==================== block 1
### The metal 1 layer, block 1

Supply wires on this layer in grey.
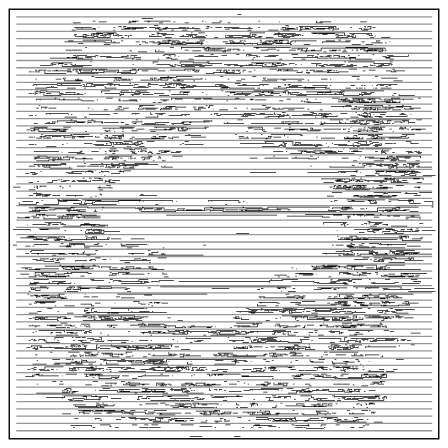

==> src/rtl/subtractor32_pipe_pkg.sv <==
// Shared constants and stage record for the byte-sliced add/sub pipelines.
// Each record carries its operands, the partial result and the running borrow.
package subtractor32_pipe_pkg;

   localparam int WIDTH_DEF = 32;
   localparam int SLICE_DEF = 8;
   localparam int TAG_W_DEF = 8;
   localparam int NST       = WIDTH_DEF / SLICE_DEF;

   typedef struct packed {
      logic                 valid;
      logic [TAG_W_DEF-1:0] tag;
      logic [WIDTH_DEF-1:0] a;
      logic [WIDTH_DEF-1:0] b;
      logic [WIDTH_DEF-1:0] d;
      logic                 bo;
      logic                 a_sgn;
      logic                 b_sgn;
   } stage_t;

endpackage

==> src/rtl/sub_slice.sv <==
// Combinational SLICE-bit subtract with borrow-in and borrow-out.
// Computes {bo, d} = a - b - bi.
module sub_slice #(
   parameter int SLICE = 8
) (
   input  logic [SLICE-1:0] a,
   input  logic [SLICE-1:0] b,
   input  logic             bi,
   output logic [SLICE-1:0] d,
   output logic             bo
);

   logic [SLICE:0] diff;

   always_comb begin
      diff = {1'b0, a} - {1'b0, b} - {{SLICE{1'b0}}, bi};
      d    = diff[SLICE-1:0];
      bo   = diff[SLICE];
   end

endmodule

==> src/rtl/subtractor32_pipe.sv <==
// Pipelined signed subtractor: one input capture stage, then one slice
// of the borrow chain resolved per register stage.
module subtractor32_pipe
   import subtractor32_pipe_pkg::*;
#(
   parameter int WIDTH = WIDTH_DEF,
   parameter int SLICE = SLICE_DEF,
   parameter int TAG_W = TAG_W_DEF
) (
   input  logic             clock,
   input  logic             reset,
   input  logic             in_valid,
   output logic             in_ready,
   input  logic [WIDTH-1:0] inpA,
   input  logic [WIDTH-1:0] inpB,
   input  logic [TAG_W-1:0] X_In,
   output logic             out_valid,
   input  logic             out_ready,
   output logic [WIDTH-1:0] outD,
   output logic [TAG_W-1:0] xout,
   output logic             ovf,
   output logic             borrow
);

   localparam int NS = WIDTH / SLICE;

   stage_t st_q [NS+1];
   stage_t st_d [NS+1];
   stage_t fin;

   logic [SLICE-1:0] d_w  [NS];
   logic             bo_w [NS];
   logic             adv;

   for (genvar k = 0; k < NS; k++) begin : g_slice
      sub_slice #(.SLICE(SLICE)) u_slice (
         .a  (st_q[k].a[k*SLICE +: SLICE]),
         .b  (st_q[k].b[k*SLICE +: SLICE]),
         .bi (st_q[k].bo),
         .d  (d_w[k]),
         .bo (bo_w[k])
      );
   end

   assign fin       = st_q[NS];
   assign adv       = !fin.valid || out_ready;
   assign in_ready  = adv && reset;
   assign out_valid = fin.valid;
   assign outD      = fin.d;
   assign xout      = fin.tag;
   assign borrow    = fin.bo;
   assign ovf       = (fin.a_sgn != fin.b_sgn) &&
                      (fin.d[WIDTH-1] != fin.a_sgn);

   always_comb begin
      st_d = st_q;
      if (adv) begin
         st_d[0]       = '0;
         st_d[0].valid = in_valid;
         st_d[0].tag   = X_In;
         st_d[0].a     = inpA;
         st_d[0].b     = inpB;
         st_d[0].a_sgn = inpA[WIDTH-1];
         st_d[0].b_sgn = inpB[WIDTH-1];
         // stage 0 borrow stays 0, so slice 0 sees bi=0
         for (int k = 0; k < NS; k++) begin
            st_d[k+1]                    = st_q[k];
            st_d[k+1].d[k*SLICE +: SLICE] = d_w[k];
            st_d[k+1].bo                 = bo_w[k];
         end
      end
   end

   always_ff @(posedge clock) begin
      if (!reset) st_q <= '{default: '0};
      else        st_q <= st_d;
   end

endmodule

==> config.mk <==
export PLATFORM = sky130hd
export DESIGN_NAME = subtractor32_pipe
export DESIGN_NICKNAME = d
export VERILOG_FILES = /design/src/rtl/subtractor32_pipe_pkg.sv /design/src/rtl/sub_slice.sv /design/src/rtl/subtractor32_pipe.sv
export SDC_FILE = /design/constraint.sdc
export NUM_CORES = 1
export LEC_CHECK = 0
export ABC_AREA = 1
export CAP_MARGIN = 20
export CORE_MARGIN = 2
export CORE_UTILIZATION = 50
export CTS_CLUSTER_SIZE = 12
export DETAILED_ROUTE_END_ITERATION = 10
export GPL_ROUTABILITY_DRIVEN = 0
export GPL_TIMING_DRIVEN = 0
export HOLD_SLACK_MARGIN = 0.03
export PLACE_DENSITY = 0.81
export REMOVE_ABC_BUFFERS = 1
export SKIP_LAST_GASP = 1
export SLEW_MARGIN = 20
export SYNTH_ARGS = -nofsm -noshare
export SYNTH_HDL_FRONTEND = slang
export SYNTH_SLANG_ARGS = --single-unit
==> constraint.sdc <==
create_clock -name clock -period 2.55 [get_ports clock]
set_input_delay 0.51 -clock clock [delete_from_list [all_inputs] [get_ports clock]]
set_output_delay 0.51 -clock clock [all_outputs]
set_load 0.1 [all_outputs]
==================== block 2
==> config.mk <==
export PLATFORM = sky130hd
export DESIGN_NAME = prog_loader
export DESIGN_NICKNAME = d
export VERILOG_FILES = /design/src/rtl/prog_loader_pkg.sv /design/src/rtl/byte_packer.sv /design/src/rtl/prog_loader.sv
export SDC_FILE = /design/constraint.sdc
export NUM_CORES = 1
export LEC_CHECK = 0
export CORE_ASPECT_RATIO = 1.5
export CORE_MARGIN = 8
export CORE_UTILIZATION = 45
export CTS_CLUSTER_DIAMETER = 200
export CTS_CLUSTER_SIZE = 24
export DETAILED_ROUTE_END_ITERATION = 8
export DONT_BUFFER_PORTS = 1
export REMOVE_ABC_BUFFERS = 1
export SYNTH_ARGS = -nofsm -noshare
export SYNTH_HDL_FRONTEND = slang
export SYNTH_SLANG_ARGS = --single-unit
==> constraint.sdc <==
create_clock -name clk -period 7.6 [get_ports clk]
set_input_delay 1.52 -clock clk [delete_from_list [all_inputs] [get_ports clk]]
set_output_delay 1.52 -clock clk [all_outputs]
set_load 0.02 [all_outputs]
==> src/rtl/prog_loader_pkg.sv <==
// Shared types and header layout for the boot-time program loader.
// Optional frame checksum enabled by defining PROG_LOADER_CHECKSUM_EN.
package prog_loader_pkg;

  localparam logic [7:0] MAGIC = 8'hA5;

  localparam int MAGIC_LSB = 24;
  localparam int PC_LSB    = 12;
  localparam int PC_W      = 11;
  localparam int N_LSB     = 0;
  localparam int N_W       = 12;

`ifdef PROG_LOADER_CHECKSUM_EN
  typedef enum logic [2:0] {
    S_HDR, S_LOAD, S_CHK, S_DONE, S_ERR
  } state_t;
`else
  typedef enum logic [2:0] {
    S_HDR, S_LOAD, S_DONE, S_ERR
  } state_t;
`endif

  function automatic logic hdr_ok(
    input logic [31:0] hdr,
    input int          depth
  );
    logic [N_W-1:0] n;
    n = hdr[N_LSB +: N_W];
    return hdr[MAGIC_LSB +: 8] == MAGIC
        && n != '0
        && 32'(n) <= depth;
  endfunction

endpackage

==> src/rtl/byte_packer.sv <==
// Little-endian 4-byte to 32-bit word assembler.
// word_valid pulses for one cycle after the fourth byte.
module byte_packer (
  input  logic        clk,
  input  logic        rst,
  input  logic        clear,
  input  logic        byte_valid,
  input  logic [7:0]  byte_data,
  output logic        word_valid,
  output logic [31:0] word
);

  logic [1:0]  cnt;
  logic [23:0] acc;

  always_ff @(posedge clk) begin
    if (rst) begin
      cnt        <= '0;
      acc        <= '0;
      word       <= '0;
      word_valid <= 1'b0;
    end else if (clear) begin
      cnt        <= '0;
      word_valid <= 1'b0;
    end else begin
      word_valid <= 1'b0;
      if (byte_valid) begin
        if (cnt == 2'd3) begin
          word       <= {byte_data, acc};
          word_valid <= 1'b1;
        end else begin
          acc[8*cnt +: 8] <= byte_data;
        end
        cnt <= cnt + 2'd1;
      end
    end
  end

endmodule

==> src/rtl/prog_loader.sv <==
// Byte-stream program loader: header, payload into imem, then CPU release.
// Checksum word after payload when PROG_LOADER_CHECKSUM_EN is defined.
module prog_loader
  import prog_loader_pkg::*;
#(
  parameter int ADDR_W = 11,
  parameter int DEPTH  = 2048
) (
  input  logic              clk,
  input  logic              rst,
  input  logic              in_valid,
  input  logic [7:0]        in_data,
  output logic              in_ready,
  input  logic              reload,
  output logic              mem_wren,
  output logic [ADDR_W-1:0] mem_addr,
  output logic [31:0]       mem_wdata,
  output logic              cpu_rst_n,
  output logic [ADDR_W-1:0] start_pc,
  output logic              done,
  output logic              err
);

  state_t            state;
  logic [ADDR_W-1:0] wcnt;
  logic [N_W-1:0]    n;
  logic              word_valid;
  logic [31:0]       word;
  logic              take;
  logic              last;
`ifdef PROG_LOADER_CHECKSUM_EN
  logic [31:0]       csum;
`endif

  assign in_ready  = !(state == S_DONE || state == S_ERR);
  assign take      = in_valid && in_ready;
  assign last      = 32'(wcnt) == 32'(n) - 32'd1;
  assign mem_wren  = word_valid && state == S_LOAD;
  assign mem_addr  = wcnt;
  assign mem_wdata = word;
  assign cpu_rst_n = state == S_DONE;
  assign done      = state == S_DONE;
  assign err       = state == S_ERR;

  // Leftover bytes are flushed while idle so a reload starts clean
  byte_packer u_pack (
    .clk        (clk),
    .rst        (rst),
    .clear      (!in_ready),
    .byte_valid (take),
    .byte_data  (in_data),
    .word_valid (word_valid),
    .word       (word)
  );

  always_ff @(posedge clk) begin
    if (rst) begin
      state    <= S_HDR;
      wcnt     <= '0;
      n        <= '0;
      start_pc <= '0;
`ifdef PROG_LOADER_CHECKSUM_EN
      csum     <= '0;
`endif
    end else begin
      unique case (state)
        S_HDR: if (word_valid) begin
          if (hdr_ok(word, DEPTH)) begin
            state    <= S_LOAD;
            n        <= word[N_LSB +: N_W];
            start_pc <= word[PC_LSB +: ADDR_W];
            wcnt     <= '0;
`ifdef PROG_LOADER_CHECKSUM_EN
            csum     <= '0;
`endif
          end else begin
            state <= S_ERR;
          end
        end
        S_LOAD: if (word_valid) begin
`ifdef PROG_LOADER_CHECKSUM_EN
          csum <= csum ^ word;
`endif
          // Address holds at N-1 so it never reaches DEPTH
          if (last) begin
`ifdef PROG_LOADER_CHECKSUM_EN
            state <= S_CHK;
`else
            state <= S_DONE;
`endif
          end else begin
            wcnt <= wcnt + 1'b1;
          end
        end
`ifdef PROG_LOADER_CHECKSUM_EN
        S_CHK: if (word_valid) begin
          state <= (word == csum) ? S_DONE : S_ERR;
        end
`endif
        S_DONE, S_ERR: if (reload) begin
          state <= S_HDR;
          wcnt  <= '0;
        end
        default: state <= S_HDR;
      endcase
    end
  end

endmodule

### M3 wires, block 1

Scale bar: 50 um.
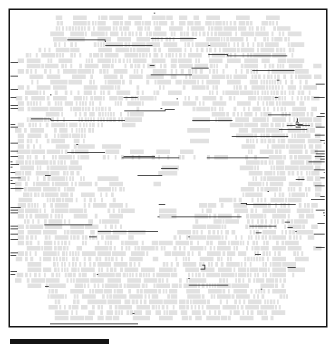
- share of all routed wire: 3.8%
- nets with wire on the layer: 78

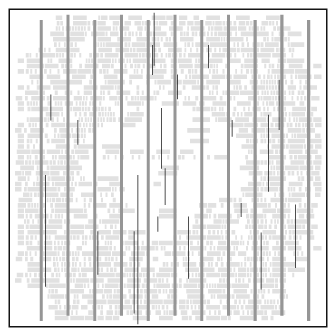
*Metal 4, block 1*
Supply wires on this layer in grey.
- longest straight run: 75.5 um
- main direction: vertical

## Picture notes: 'The metal 1 layer' of block 1
- share of all routed wire: 45%
- longest straight run: 48.8 um
- wire length on this layer: 10300 um
- main direction: horizontal

==> results.yml, block 1 <==
# implementation run metrics
timing:
  clock_skew_ns: 0.00892
  layout_min_cycle_time_ns: 2.51
synth:
  synthesis.area_um2: 12200
  topCombFamilyByArea: "simple AND/OR/NAND/NOR gates"
  synthDominantAreaCellType: "sky130_fd_sc_hd__dfxtp_1"
  synth.avg_cell_area_um2: 7.50
  cell_count_after_synthesis: 1629
  yosys.stat.chipArea_um2: 12200
  yosys-top-cells-count: "457 x sky130_fd_sc_hd__nor2_1, 291 x sky130_fd_sc_hd__dfxtp_1, 280 x sky130_fd_sc_hd__o21ai_0"
worst_setup_path:
  path_class: "register to output port"
  setup.worst_path.start_class: "register"
  slowest_stage_delay_cp_ns: 1.14
finish:
  design_area_um2: 14400
  bufAreaShareNonClock: 0.108
  clk_share: 0.0654
  final_cell_mix: "457 x sky130_fd_sc_hd__nor2_1, 291 x sky130_fd_sc_hd__dfxtp_1, 280 x sky130_fd_sc_hd__o21ai_0"
  comb_area_um2: 5050
  flops: 291
  fin_nets: 1791
  comb_area_share: 0.351
outcome:
  run_status: "finished clean"
pwr:
  pwr_density_cell_nw_per_um2: 759
  power_combinational_mw: 1.75
  power_clock_mw: 4.14
floorplan:
  die_area_um2: 25700
  dieHeight_um: 160
drt:
  met3RoutedLength_um: 868
  num_vias: 9717
cts:
  post_cts.repair.setup_buffers: 2
  worstSkewPairLatency_ns: 0.54
hold_path:
  type_of_the_worst_min_delay_path: "input port to register"
global_route:
  antenna_found_initial: 0
block 1: through the flow:
step / utilization / worst slack (ns) / TNS [ns] / hold WS [ns]
2_1_floorplan: - / -4.73 / -1195.84 / 0.429
3_3_place_gp: 0.541 / -9.20 / -2435.98 / 0.438
3_5_place_dp: 0.552 / -1.28 / -3.48 / 0.450
4_1_cts: 0.593 / -0.0381 / -0.0381 / 0.454
5_1_grt: 0.595 / -0.0255 / -0.0255 / 0.415
6_report: 0.595 / 0.0392 / 0 / 0.398
block 1: state kept, by name, summed over array words and instances, names as in the netlist:
register / count
borrow: 1
fin: 2
outD: 32
out_valid: 1
st_q: 247
xout: 8
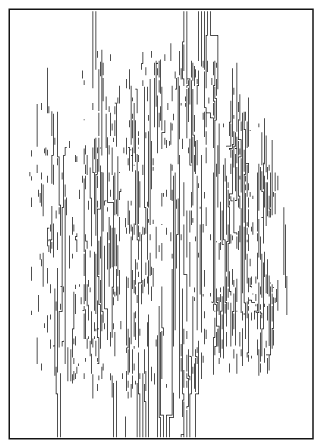
*Signal wires on met2, block 2*
- longest straight run: 76.2 um
- wire length on this layer: 5590 um

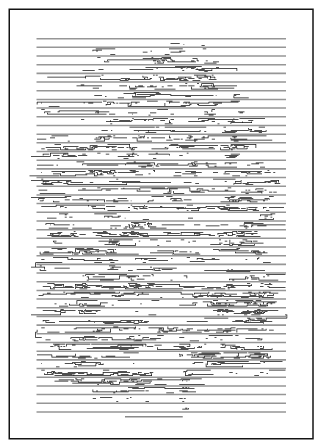
*The metal 1 layer, block 2*
Supply wires on this layer in grey.
- wire length on this layer: 3890 um
- main direction: horizontal
- longest straight run: 21.2 um
- nets with wire on the layer: 484

==> results.yml, block 2 <==
# implementation run metrics
outcome:
  run_status: "finished clean"
cts:
  cts_made_buffers: 9
  tritoncts_clock_tree: "done"
  cts.sinks: 95
finish:
  inverters_excl_clock: 10
  n_clock_buffer: 10
  dominant-cell-class: "multi-input combinational cells"
  largest_register_ffs: 32
  fin_nets: 507
global_route:
  grt_first_pass_wirelength_um: 16900
floorplan:
  chipWidth_um: 94.7
  fp_util: 0.457
  count_of_boundary_i_o_pins: 71
worst_setup_path:
  path_cells: "inv_1 -> nor2_1"
  timing.critical_path.buf_inv: 1
  crit-reg2reg-launch: "u_pack.word[0]"
  worst-endpoint-arrival_ns: 1.72
  setup.worst_path.start_class: "register"
  crit_path_end_kind: "output port"
  r2r-end: "mem_addr[4]"
placement:
  finalWeightedCongestion: 0.790
pwr:
  clock_power_share: 0.476
  vdd_ir_drop_max_mv: 0.115
synth:
  yosys-top-cells-count: "103 x sky130_fd_sc_hd__nand2_1, 95 x sky130_fd_sc_hd__dfxtp_1, 67 x sky130_fd_sc_hd__a21oi_1"
  yosys.stat.chipArea_um2: 4180
drt:
  drt_wl_total_um: 10600
  num_vias: 3357
  met2_length_um: 5590
  met3RoutedLength_um: 946
timing:
  period_used_share: 0.426
  final-hold-violation-count: 0
## block 2: routing by layer
| metal | track usage | vias to the layer above |
|---|---|---|
| met1 | 0.173 | 1546 |
| met3 | 0.0621 | 10 |
| li1 | - | 1717 |
| met5 | 0 | - |
| met2 | 0.301 | 84 |
| met4 | 0.0750 | 0 |
## block 2: cells by family after synthesis
logic type | synth area share
simple gates | 0.262
fa+ha+maj | 0.0209
buf+inv | 0.0401
flops | 0.455
mux | 0.0598
compound gates | 0.129
xor+xnor | 0.0335

## Gallery

The clock network.
image #1
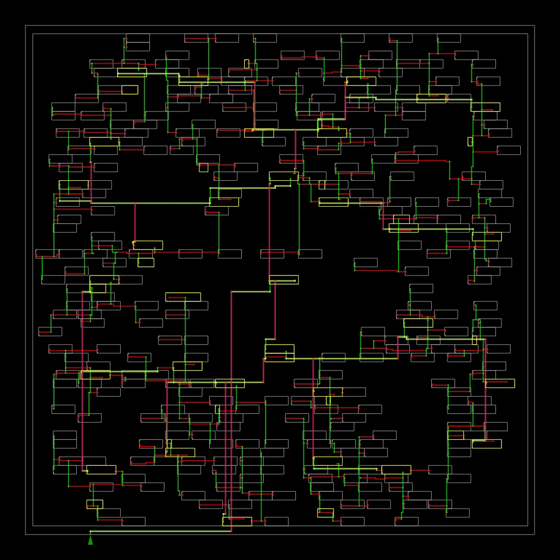
image #2
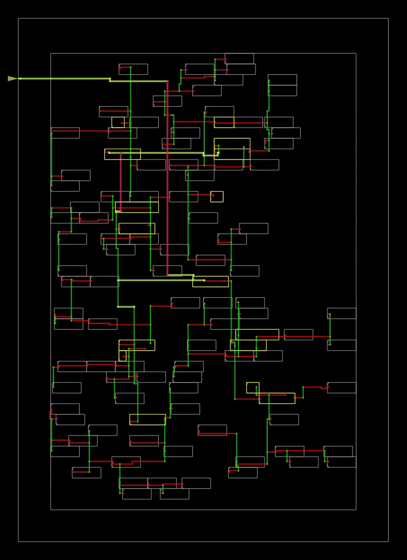
Block 1 is image #1.
Block 2 is image #2.
- most sequential cells: image #1
- most clock buffers: image #1


Power figures rest on the tool's default switching activity, not on a simulated workload.
